######## pwm_duty_meter ########
Fig. 1: pwm_duty_meter, signal wires by layer
Scale: 3 px per um. Only two layers are drawn.
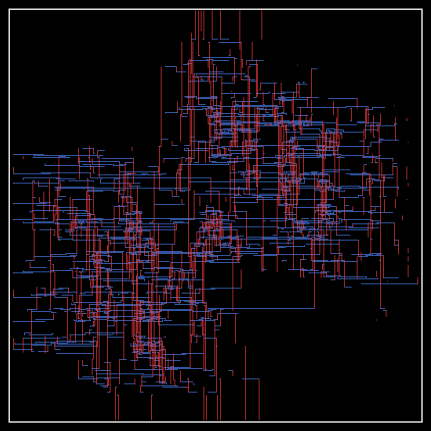
Fig. 2: pwm_duty_meter, cells colored by class
Scale: 2 px per um.
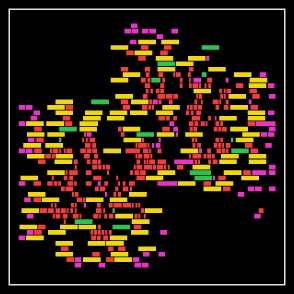
[src/rtl/pwm_meter_pkg.sv]
// ============================================================================
// pwm_meter_pkg : shared types and defaults for the PWM duty-cycle meter
// Revision 1.0
// ============================================================================
`default_nettype none

package pwm_meter_pkg;

  localparam int CNT_W_DEF = 20;

  typedef enum logic [1:0] {
    IDLE = 2'd0,
    HIGH = 2'd1,
    LOW  = 2'd2
  } meter_state_t;

endpackage

`default_nettype wire

[src/rtl/pwm_in_sync.sv]
// ============================================================================
// pwm_in_sync : two-flop synchronizer, optional 3-sample majority filter
//               (PWM_METER_GLITCH_FILTER_EN) and registered edge detector
// Revision 1.0
// ============================================================================
`default_nettype none

module pwm_in_sync (
  input  logic sys_clk,
  input  logic rst,
  input  logic pin,
  output logic level,
  output logic rise,
  output logic fall
);

  logic sync1;
  logic sync2;
  logic edge_q;
  logic cond;

  always_ff @(posedge sys_clk or posedge rst) begin
    if (rst) begin
      sync1 <= 1'b0;
      sync2 <= 1'b0;
    end else begin
      sync1 <= pin;
      sync2 <= sync1;
    end
  end

`ifdef PWM_METER_GLITCH_FILTER_EN
  logic hist1;
  logic hist2;
  logic filt;

  // Any two of the last three samples agreeing wins, so one-cycle pulses vanish.
  always_ff @(posedge sys_clk or posedge rst) begin
    if (rst) begin
      hist1 <= 1'b0;
      hist2 <= 1'b0;
      filt  <= 1'b0;
    end else begin
      hist1 <= sync2;
      hist2 <= hist1;
      filt  <= (sync2 & hist1) | (sync2 & hist2) | (hist1 & hist2);
    end
  end

  assign cond = filt;
`else
  assign cond = sync2;
`endif

  always_ff @(posedge sys_clk or posedge rst) begin
    if (rst) begin
      edge_q <= 1'b0;
      rise   <= 1'b0;
      fall   <= 1'b0;
    end else begin
      edge_q <= cond;
      rise   <= cond & ~edge_q;
      fall   <= ~cond & edge_q;
    end
  end

  assign level = edge_q;

endmodule

`default_nettype wire

[src/rtl/pwm_duty_meter.sv]
// ============================================================================
// pwm_duty_meter : measures period and high time of an asynchronous PWM input
//                  and flags a stuck input; glitch filter via
//                  PWM_METER_GLITCH_FILTER_EN
// Revision 1.0
// ============================================================================
`default_nettype none

module pwm_duty_meter
  import pwm_meter_pkg::*;
#(
  parameter int CNT_W       = CNT_W_DEF,
  parameter int TIMEOUT_CYC = 1_000_000
) (
  input  logic             sys_clk,
  input  logic             rst,
  input  logic             pwm_in,
  output logic [CNT_W-1:0] period,
  output logic [CNT_W-1:0] high_time,
  output logic             meas_valid,
  output logic             timeout,
  output logic             stuck_level
);

  localparam logic [CNT_W-1:0] TO_VAL = CNT_W'(TIMEOUT_CYC);
  localparam logic [CNT_W-1:0] ONE    = CNT_W'(1);

  logic             level;
  logic             rise;
  logic             fall;
  meter_state_t     state;
  logic [CNT_W-1:0] cnt_per;
  logic [CNT_W-1:0] cnt_hi;

  pwm_in_sync u_sync (
    .sys_clk (sys_clk),
    .rst     (rst),
    .pin     (pwm_in),
    .level   (level),
    .rise    (rise),
    .fall    (fall)
  );

  // cnt_per stops at TO_VAL because reaching it always leaves HIGH/LOW,
  // so the counters can never wrap.
  always_ff @(posedge sys_clk or posedge rst) begin
    if (rst) begin
      state       <= IDLE;
      cnt_per     <= '0;
      cnt_hi      <= '0;
      period      <= '0;
      high_time   <= '0;
      meas_valid  <= 1'b0;
      timeout     <= 1'b0;
      stuck_level <= 1'b0;
    end else begin
      meas_valid <= 1'b0;
      timeout    <= 1'b0;
      case (state)
        IDLE: begin
          if (rise) begin
            cnt_per <= ONE;
            cnt_hi  <= ONE;
            state   <= HIGH;
          end
        end
        HIGH: begin
          if (cnt_per == TO_VAL) begin
            timeout     <= 1'b1;
            stuck_level <= level;
            state       <= IDLE;
          end else begin
            cnt_per <= cnt_per + ONE;
            if (fall) begin
              state <= LOW;
            end else begin
              cnt_hi <= cnt_hi + ONE;
            end
          end
        end
        LOW: begin
          // A rise on the timeout cycle still completes the measurement.
          if (rise) begin
            period     <= cnt_per;
            high_time  <= cnt_hi;
            meas_valid <= 1'b1;
            cnt_per    <= ONE;
            cnt_hi     <= ONE;
            state      <= HIGH;
          end else if (cnt_per == TO_VAL) begin
            timeout     <= 1'b1;
            stuck_level <= level;
            state       <= IDLE;
          end else begin
            cnt_per <= cnt_per + ONE;
          end
        end
        default: state <= IDLE;
      endcase
    end
  end

endmodule

`default_nettype wire

[config.mk]
export PLATFORM = sky130hd
export DESIGN_NAME = pwm_duty_meter
export DESIGN_NICKNAME = d
export VERILOG_FILES = /design/src/rtl/pwm_meter_pkg.sv /design/src/rtl/pwm_in_sync.sv /design/src/rtl/pwm_duty_meter.sv
export SDC_FILE = /design/constraint.sdc
export NUM_CORES = 1
export LEC_CHECK = 0
export ABC_CLOCK_PERIOD_IN_PS = 2700
export CORE_MARGIN = 4
export CORE_UTILIZATION = 25
export DETAILED_ROUTE_END_ITERATION = 16
export GPL_ROUTABILITY_DRIVEN = 0
export GPL_TIMING_DRIVEN = 0
export PLACE_DENSITY = 0.49
export SLEW_MARGIN = 40
export SYNTH_ARGS = -nofsm -noshare
export SYNTH_HDL_FRONTEND = slang
export SYNTH_SLANG_ARGS = --single-unit
[constraint.sdc]
create_clock -name sys_clk -period 2.7 [get_ports sys_clk]
set_clock_uncertainty 0.05 [all_clocks]
set_input_delay 0.54 -clock sys_clk [delete_from_list [all_inputs] [get_ports sys_clk]]
set_output_delay 0.54 -clock sys_clk [all_outputs]
set_load 0.02 [all_outputs]
==> GITHUB_STEP_SUMMARY <==
## Synthesis and layout report

| Metric | Value |
|---|---|
| Status | completed |
| GRT Total Usage | roughly 11% |
| Comb group | 0.00119 W |
| Internal | around 0.0026 W |
| Final min period | ~2600 ps |
| Final hold violations | 0 |
| Setup tns final | 0 ps |
| Final HPWL DP | 7.045 mm |
| Final instance area | around 0.0053 sq mm |
| Slew @ Worst Pin | ~730 ps |
| Gate Count Post-Synth | approximately 370 |
| CP Capture Point | cnt_hi[11] |
| Vias in the first global route | 3183 |
| CTS tree | built |
| Reg clk slew, reported paths | 60 ps |
| Req. time, crit path | ~2900 ps |
| Cts repair resizes | 0 |
| Sequential cells | 90 |
| Top cells by area, synth | dfrtp_1 54%, mux2_2 10%, o21ai_0 2.9%, o31ai_1 2.9%, nand3_1 2.8% |
| Plain + repair buffers | a little under 70 |
| Well tap count | between 200 and 250 |
| WL/cell | between 10 and 15 um |
| GRT overflow | 0 |
| Startpoint types | register |
| Hold endpoint | u_sync.cond |
| Number of clock sinks | about 90 |
Notes on Fig. 1 above:
- red: metal 2 (wire length 4490 um)
- blue: metal 1 (wire length 4760 um)

Notes on Fig. 2 above:
- red: combinational and other logic (cells 267; share of their area 37%)
- magenta: other buffers and delay cells (cells 68; share of their area 13%)
- yellow: flops (cells 90; share of their area 45%)
- green: clock drivers and dummy loads (cells 15; share of their area 5.7%)

state kept, by name, indices dropped and copies added (netlist names):
register	count
period	20
u_sync.rise	1
timeout	1
cnt_hi	20
u_sync.level	1
cnt_per	20
u_sync.fall	1
stuck_level	1
high_time	20
u_sync.sync1	1
meas_valid	1
state	2
u_sync.cond	1
per-layer routing:
layer  up-vias  wire length [um]
met1      1580              4761
met5         -                 0
met3        14               353
li1       1506                 -
met4         0               163
met2        49              4490
critical path, cell delays in order (launching register included):
cell and delay, ps:
dfrtp_2 440, or4_4 550, or3_1 350, buf_2 170, o31ai_4 390, buf_4 180
nor4_1 40, a311o_1 320

######## cycle_sequencer ########
Fig. 3: cycle_sequencer, M3 wires
Scale: 10 px per um.
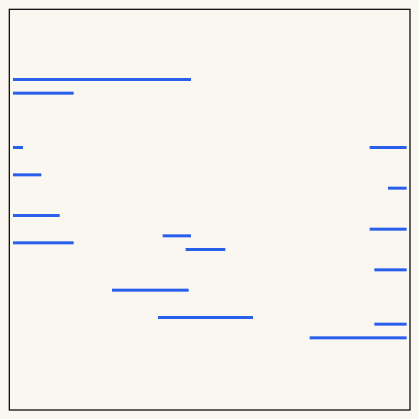
`config.mk`:
```
export PLATFORM = sky130hd
export DESIGN_NAME = cycle_sequencer
export DESIGN_NICKNAME = d
export VERILOG_FILES = /design/src/rtl/cycle_sequencer.sv
export SDC_FILE = /design/constraint.sdc
export NUM_CORES = 1
export LEC_CHECK = 0
export CAP_MARGIN = 20
export CORE_UTILIZATION = 42
export DETAILED_ROUTE_END_ITERATION = 8
export PLACE_DENSITY_LB_ADDON = 0.08
export SLEW_MARGIN = 0
export SYNTH_ARGS = -nofsm -noshare
export SYNTH_HDL_FRONTEND = slang
export SYNTH_SLANG_ARGS = --single-unit
```
`constraint.sdc`:
```
create_clock -name i_Clk -period 1.73 [get_ports i_Clk]
set_clock_uncertainty 0.15 [all_clocks]
set_input_delay 0.2595 -clock i_Clk [delete_from_list [all_inputs] [get_ports i_Clk]]
set_output_delay 0.2595 -clock i_Clk [all_outputs]
set_load 0.01 [all_outputs]
```
`src/rtl/cycle_sequencer.sv`:
```
`default_nettype none
// ============================================================================
//  Module      : cycle_sequencer
//  Description : T-state / M-cycle sequencer for a multi-cycle CPU core.
//                Four T-states per M-cycle and up to MAX_CYCLES M-cycles per
//                instruction. It supports memory-wait stall, HALT parking at
//                the instruction boundary, and a sticky M-cycle overflow flag.
//  Revision    : 1.0  initial release
// ----------------------------------------------------------------------------
//  Parameters
//    MAX_CYCLES     number of M-cycles tracked (>= 2), width of o_Cycle_Count
//  Ports
//    i_Clk          system clock, rising edge
//    i_Reset_n      asynchronous active-low reset
//    i_Stall        memory wait, freezes all state (highest priority)
//    i_Halt         HALT request, parks the sequencer at the boundary
//    i_IR_Fetch     current M-cycle is the opcode-fetch (last) M-cycle
//    o_Cycle_Step   one-hot T-state, bit0 = T1 ... bit3 = T4
//    o_Cycle_Count  one-hot M-cycle index within the instruction
//    o_IR_Load      strobe: latch the fetched opcode into IR
//    o_Instr_Start  T1 of M-cycle 0 while not halted
//    o_Halted       sequencer is parked by i_Halt
//    o_Seq_Error    sticky M-cycle overflow flag, cleared only by reset
// ============================================================================
module cycle_sequencer #(
   parameter int MAX_CYCLES = 8
) (
   input  logic                  i_Clk,
   input  logic                  i_Reset_n,
   input  logic                  i_Stall,
   input  logic                  i_Halt,
   input  logic                  i_IR_Fetch,
   output logic [3:0]            o_Cycle_Step,
   output logic [MAX_CYCLES-1:0] o_Cycle_Count,
   output logic                  o_IR_Load,
   output logic                  o_Instr_Start,
   output logic                  o_Halted,
   output logic                  o_Seq_Error
);

   typedef enum logic [0:0] {
      ST_RUN  = 1'b0,
      ST_HALT = 1'b1
   } state_t;

   localparam logic [3:0]            c_STEP_T1     = 4'b0001;
   localparam logic [MAX_CYCLES-1:0] c_COUNT_FIRST = {{(MAX_CYCLES-1){1'b0}}, 1'b1};

   state_t                  state_q, state_d;
   logic [3:0]              step_q,  step_d;
   logic [MAX_CYCLES-1:0]   count_q, count_d;
   logic                    err_q,   err_d;

   // -------------------------------------------------------------------------
   // State register
   // -------------------------------------------------------------------------
   always_ff @(posedge i_Clk or negedge i_Reset_n) begin
      if (!i_Reset_n) begin
         state_q <= ST_RUN;
         step_q  <= c_STEP_T1;
         count_q <= c_COUNT_FIRST;
         err_q   <= 1'b0;
      end else begin
         state_q <= state_d;
         step_q  <= step_d;
         count_q <= count_d;
         err_q   <= err_d;
      end
   end

   // -------------------------------------------------------------------------
   // Next-state logic
   // -------------------------------------------------------------------------
   always_comb begin
      state_d = state_q;
      step_d  = step_q;
      count_d = count_q;
      err_d   = err_q;

      // Stall freezes everything, so all updates live under !i_Stall.
      if (!i_Stall) begin
         case (state_q)
            ST_RUN: begin
               step_d = {step_q[2:0], step_q[3]};
               // M-cycle bookkeeping happens only on the edge leaving T4;
               // i_IR_Fetch is ignored in T1-T3.
               if (step_q[3]) begin
                  if (i_IR_Fetch) begin
                     count_d = c_COUNT_FIRST;
                     // Halt is honoured only at the instruction boundary.
                     // The rotate above already lands the step on T1.
                     if (i_Halt) begin
                        state_d = ST_HALT;
                     end
                  end else if (count_q[MAX_CYCLES-1]) begin
                     // Saturate at the last M-cycle rather than wrapping to
                     // zero, so the count stays one-hot.
                     err_d = 1'b1;
                  end else begin
                     count_d = count_q << 1;
                  end
               end
            end
            ST_HALT: begin
               // Step and count are already T1 / bit0 and stay there. Leaving
               // halt spends one clock so that T1 of M-cycle 0 then runs in
               // full with o_Instr_Start asserted.
               if (!i_Halt) begin
                  state_d = ST_RUN;
               end
            end
            default: begin
               state_d = ST_RUN;
            end
         endcase
      end
   end

   // -------------------------------------------------------------------------
   // Outputs
   // -------------------------------------------------------------------------
   assign o_Cycle_Step  = step_q;
   assign o_Cycle_Count = count_q;
   assign o_Halted      = (state_q == ST_HALT);
   assign o_Seq_Error   = err_q;
   assign o_IR_Load     = step_q[3] & i_IR_Fetch & ~i_Stall;
   assign o_Instr_Start = step_q[0] & count_q[0] & ~o_Halted;

endmodule
`default_nettype wire

```
==> GITHUB_STEP_SUMMARY <==
## Synthesis and layout report

| Metric | Value |
|---|---|
| Cts repair resizes | 5 |
| Comb area leader | simple AND/OR/NAND/NOR gates |
| GRT Total Usage | around a fifth |
| Logic area | 246.5 sq um |
| Critical-path cell list | and3b_1 > dlygate4sd2_1 |
| Critical path class | reg2out |
| CP Capture Point | o_Instr_Start |
| Drt drc | 0 |
| Ys flop type | dfrtp_1 |
| R2r worst-path depth | 4 |
| Gate Count Post-Synth | around 58 |
| Endpoints failing setup | 0 |
| Initial detailed-routing violation count | 14 |
| Share of layout cells above drive strength 1 | 24.72% |
| Post-Syn Area | ~600 sq um |
| Worst r2r dst | o_Cycle_Count[6] |
| Req. time, crit path | approximately 1300 ps |
| Status | completed |
| Vias in the first global route | 455 |
| Post-synth top cells | 15 x nand2_1, 12 x dfrtp_1, 12 x nand3_1 |
| Nonclk inv count | 0 |
Notes on Fig. 3 above:
- share of all routed wire: 6.1%
- wire length on this layer: 83.1 um
- longest straight run: 17.5 um
- main direction: horizontal

-- metal layers --
metal  up-vias  GRT usage (%)  wire length, um  part of all wire (%)
li1        261              -                -                     -
met2        19          28.63              599                    44
met1       247          29.50              663                    49
met4         0          7.759               15                   1.1
met3         2          6.667               83                   6.1
met5         -              0                0                     0
-- worst reg2reg max path, delay by kind of cell (launching register included) --
kind / cells / cell delay, ps
buffers and inverters: 1 / 150
DFF: 1 / 380
and+or+nand+nor: 3 / 690

######## multicycle_seq ########
Fig. 4: multicycle_seq, signal wires by layer
Scale: 6 px per um. Only two layers are drawn.
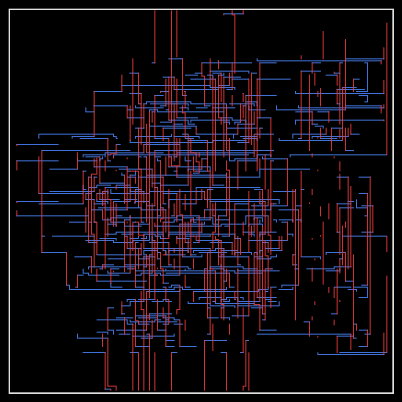
### src/rtl/rv_ctrl_pkg.sv
// Shared control definitions for the RV32I multi-cycle sequencer:
// opcodes, sequencer states, instruction classes and select encodings.
package rv_ctrl_pkg;

  localparam logic [6:0] OP_R      = 7'b0110011;
  localparam logic [6:0] OP_IALU   = 7'b0010011;
  localparam logic [6:0] OP_LOAD   = 7'b0000011;
  localparam logic [6:0] OP_STORE  = 7'b0100011;
  localparam logic [6:0] OP_BRANCH = 7'b1100011;
  localparam logic [6:0] OP_JALR   = 7'b1100111;
  localparam logic [6:0] OP_JAL    = 7'b1101111;

  typedef enum logic [2:0] {
    FETCH  = 3'd0,
    DECODE = 3'd1,
    EXEC   = 3'd2,
    MEM    = 3'd3,
    WB     = 3'd4,
    HALT   = 3'd5
  } state_t;

  typedef enum logic [2:0] {
    CLS_R,
    CLS_IALU,
    CLS_LOAD,
    CLS_STORE,
    CLS_BRANCH,
    CLS_JAL,
    CLS_JALR,
    CLS_ILL
  } cls_t;

  typedef enum logic [1:0] {
    PC_JAL    = 2'b00,
    PC_JALR   = 2'b01,
    PC_PLUS4  = 2'b10,
    PC_BRANCH = 2'b11
  } pc_sel_t;

  typedef enum logic [1:0] {
    WB_MEM = 2'b00,
    WB_ALU = 2'b01,
    WB_PC4 = 2'b10
  } wb_sel_t;

endpackage

### src/rtl/inst_classify.sv
// Combinational opcode-to-class decoder; unknown opcodes map to CLS_ILL.
module inst_classify
  import rv_ctrl_pkg::*;
(
  input  logic [6:0] opcode,
  output logic [2:0] cls
);

  cls_t cls_dec;

  always_comb begin
    case (opcode)
      OP_R:      cls_dec = CLS_R;
      OP_IALU:   cls_dec = CLS_IALU;
      OP_LOAD:   cls_dec = CLS_LOAD;
      OP_STORE:  cls_dec = CLS_STORE;
      OP_BRANCH: cls_dec = CLS_BRANCH;
      OP_JALR:   cls_dec = CLS_JALR;
      OP_JAL:    cls_dec = CLS_JAL;
      default:   cls_dec = CLS_ILL;
    endcase
  end

  assign cls = cls_dec;

endmodule

### src/rtl/multicycle_seq.sv
// Multi-cycle FETCH/DECODE/EXEC/MEM/WB sequencer sharing one memory port
// between instruction fetch and data access, with memory-wait timeout.
module multicycle_seq
  import rv_ctrl_pkg::*;
#(
  parameter logic [31:0] HALT_PC     = 32'hFFFF_FFFC,
  parameter int unsigned TIMEOUT_CYC = 16,
  parameter int unsigned CNT_W       = 5
) (
  input  logic        clk,
  input  logic        reset,
  input  logic [31:0] pc,
  input  logic [6:0]  inst_opcode,
  input  logic        br_taken,
  input  logic        mem_ready,
  output logic        mem_req,
  output logic        mem_we,
  output logic        mem_addr_sel,
  output logic        ir_wen,
  output logic        pc_wen,
  output logic [1:0]  pc_sel,
  output logic        op1_sel,
  output logic        op2_sel,
  output logic        rf_wen,
  output logic [1:0]  wb_sel,
  output logic        retire,
  output logic [2:0]  state,
  output logic        halted,
  output logic        illegal,
  output logic        timeout
);

  state_t           state_q, state_d;
  cls_t             cls_dec, cls_q;
  logic [2:0]       cls_raw;
  logic [CNT_W-1:0] wait_cnt;
  logic             wait_expired;

  inst_classify u_classify (
    .opcode (inst_opcode),
    .cls    (cls_raw)
  );

  assign cls_dec      = cls_t'(cls_raw);
  assign state        = state_q;
  assign wait_expired = mem_req && !mem_ready && (wait_cnt == CNT_W'(TIMEOUT_CYC));

  always_ff @(posedge clk) begin
    if (reset) state_q <= FETCH;
    else       state_q <= state_d;
  end

  always_comb begin
    state_d = state_q;
    case (state_q)
      FETCH: begin
        if (pc == HALT_PC)   state_d = HALT;
        else if (mem_ready)  state_d = DECODE;
        else if (wait_expired) state_d = HALT;
      end
      DECODE: state_d = (cls_dec == CLS_ILL) ? HALT : EXEC;
      EXEC: begin
        case (cls_q)
          CLS_BRANCH:          state_d = FETCH;
          CLS_LOAD, CLS_STORE: state_d = MEM;
          default:             state_d = WB;
        endcase
      end
      MEM: begin
        if (mem_ready)         state_d = (cls_q == CLS_STORE) ? FETCH : WB;
        else if (wait_expired) state_d = HALT;
      end
      WB:      state_d = FETCH;
      HALT:    state_d = HALT;
      default: state_d = FETCH;
    endcase
  end

  always_comb begin
    mem_req      = 1'b0;
    mem_we       = 1'b0;
    mem_addr_sel = 1'b0;
    ir_wen       = 1'b0;
    pc_wen       = 1'b0;
    pc_sel       = PC_JAL;
    op1_sel      = 1'b0;
    op2_sel      = 1'b0;
    rf_wen       = 1'b0;
    wb_sel       = WB_MEM;
    case (state_q)
      FETCH: begin
        if (pc != HALT_PC) begin
          mem_req = 1'b1;
          ir_wen  = mem_ready;
        end
      end
      EXEC: begin
        case (cls_q)
          CLS_IALU, CLS_LOAD, CLS_STORE, CLS_JALR: op2_sel = 1'b1;
          CLS_JAL: begin
            op1_sel = 1'b1;
            op2_sel = 1'b1;
          end
          default: ;
        endcase
        if (cls_q == CLS_BRANCH) begin
          pc_wen = 1'b1;
          pc_sel = br_taken ? PC_BRANCH : PC_PLUS4;
        end
      end
      MEM: begin
        mem_req      = 1'b1;
        mem_addr_sel = 1'b1;
        mem_we       = (cls_q == CLS_STORE);
        if (mem_ready && cls_q == CLS_STORE) begin
          pc_wen = 1'b1;
          pc_sel = PC_PLUS4;
        end
      end
      WB: begin
        rf_wen = 1'b1;
        pc_wen = 1'b1;
        case (cls_q)
          CLS_LOAD: begin
            wb_sel = WB_MEM;
            pc_sel = PC_PLUS4;
          end
          CLS_JAL: begin
            wb_sel = WB_PC4;
            pc_sel = PC_JAL;
          end
          CLS_JALR: begin
            wb_sel = WB_PC4;
            pc_sel = PC_JALR;
          end
          default: begin
            wb_sel = WB_ALU;
            pc_sel = PC_PLUS4;
          end
        endcase
      end
      default: ;
    endcase
    // Outputs decode the old state during the reset cycle; squash them so an
    // aborted instruction cannot leak a strobe.
    if (reset) begin
      mem_req      = 1'b0;
      mem_we       = 1'b0;
      mem_addr_sel = 1'b0;
      ir_wen       = 1'b0;
      pc_wen       = 1'b0;
      pc_sel       = PC_JAL;
      op1_sel      = 1'b0;
      op2_sel      = 1'b0;
      rf_wen       = 1'b0;
      wb_sel       = WB_MEM;
    end
  end

  assign retire = pc_wen;

  always_ff @(posedge clk) begin
    if (reset) begin
      cls_q    <= CLS_R;
      wait_cnt <= '0;
      halted   <= 1'b0;
      illegal  <= 1'b0;
      timeout  <= 1'b0;
    end else begin
      if (state_q == DECODE) cls_q <= cls_dec;
      if (state_d != state_q || mem_ready) wait_cnt <= '0;
      else if (mem_req)                    wait_cnt <= wait_cnt + CNT_W'(1);
      if (state_d == HALT) halted <= 1'b1;
      if (state_q == DECODE && cls_dec == CLS_ILL) illegal <= 1'b1;
      if (wait_expired) timeout <= 1'b1;
    end
  end

endmodule
### config.mk
export PLATFORM = sky130hd
export DESIGN_NAME = multicycle_seq
export DESIGN_NICKNAME = d
export VERILOG_FILES = /design/src/rtl/rv_ctrl_pkg.sv /design/src/rtl/inst_classify.sv /design/src/rtl/multicycle_seq.sv
export SDC_FILE = /design/constraint.sdc
export NUM_CORES = 1
export LEC_CHECK = 0
export CORE_MARGIN = 4
export CORE_UTILIZATION = 40
export CTS_CLUSTER_DIAMETER = 40
export DETAILED_ROUTE_END_ITERATION = 10
export GPL_TIMING_DRIVEN = 0
export PLACE_DENSITY = 0.86
export SKIP_CTS_REPAIR_TIMING = 1
export SLEW_MARGIN = 20
export SYNTH_ARGS = -nofsm -noshare
export SYNTH_HDL_FRONTEND = slang
export SYNTH_HIERARCHICAL = 1
export SYNTH_SLANG_ARGS = --single-unit
### constraint.sdc
create_clock -name clk -period 2.7 [get_ports clk]
set_clock_uncertainty 0.1 [all_clocks]
set_input_delay 0.405 -clock clk [delete_from_list [all_inputs] [get_ports clk]]
set_output_delay 0.405 -clock clk [all_outputs]
set_load 0.02 [all_outputs]
==> GITHUB_STEP_SUMMARY <==
## Synthesis and layout report

| Metric | Value |
|---|---|
| Status | completed |
| Total area of sequential cells | between 200 and 300 sq um |
| Flops & latches, synth | 14 |
| GRT overflow | 0 |
| RSZ-0062 raised after global routing | no |
| Clk. pwr | between 0.0001 and 0.00015 W |
| Clock Tree Buf Depth | 2 |
| Num rows | 19 |
| Slew @ Worst Pin | roughly 390 ps |
| Reg clk slew, reported paths | about 80 ps |
| Startpoint types | primary input |
| Flop share of the area | 14.29% |
| Worst Setup End Kind | output port |
| Count of library flops with an enable pin | 0 |
| Worst slew margin | approximately 74% |
| Layout net count | ~280 |
| XORs/XNORs by Area | 2.820% |
| WHS | 376.0 ps |
Notes on Fig. 4 above:
- red: metal 2 (wire length 1660 um)
- blue: metal 1 (wire length 1590 um)

path summary, 6_finish.rpt:
kind / startpoint / to / slack, ps / cells past startpoint
max: pc[5] / mem_req / 150 / 7
min: timeout / timeout / 380 / 1
max reg2reg: wait_cnt[0] / wait_cnt[3] / 410 / 8
min reg2reg: timeout / timeout / 380 / 1
stage by stage:
stage          std cells  area [sq um]   power, W
6_report             262          1961  0.0006159
5_1_grt              262          1961  0.0006535
4_1_cts              259          1904  0.0006149
3_5_place_dp         256          1882  0.0004970
3_3_place_gp         256          1882  0.0004941
2_1_floorplan        165          1242  0.0003792


==> screenshots <==
Cell placement.
(a)
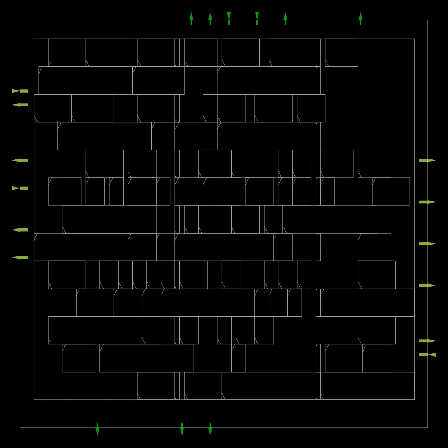
(b)
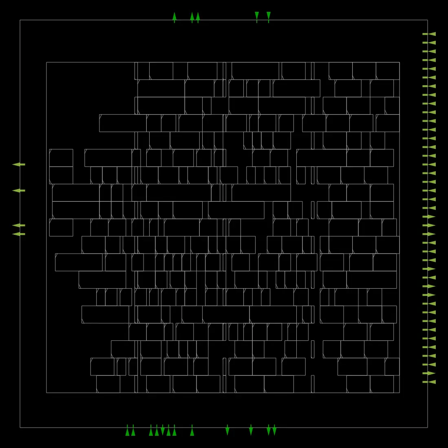
(c)
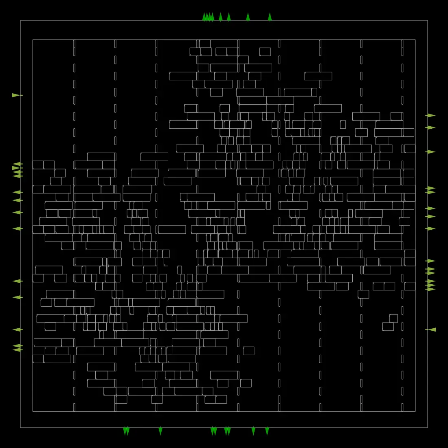
(c) comes from pwm_duty_meter.
(a) comes from cycle_sequencer.
(b) comes from multicycle_seq.

No activity file was given, so power comes from the tool's default toggle rates.
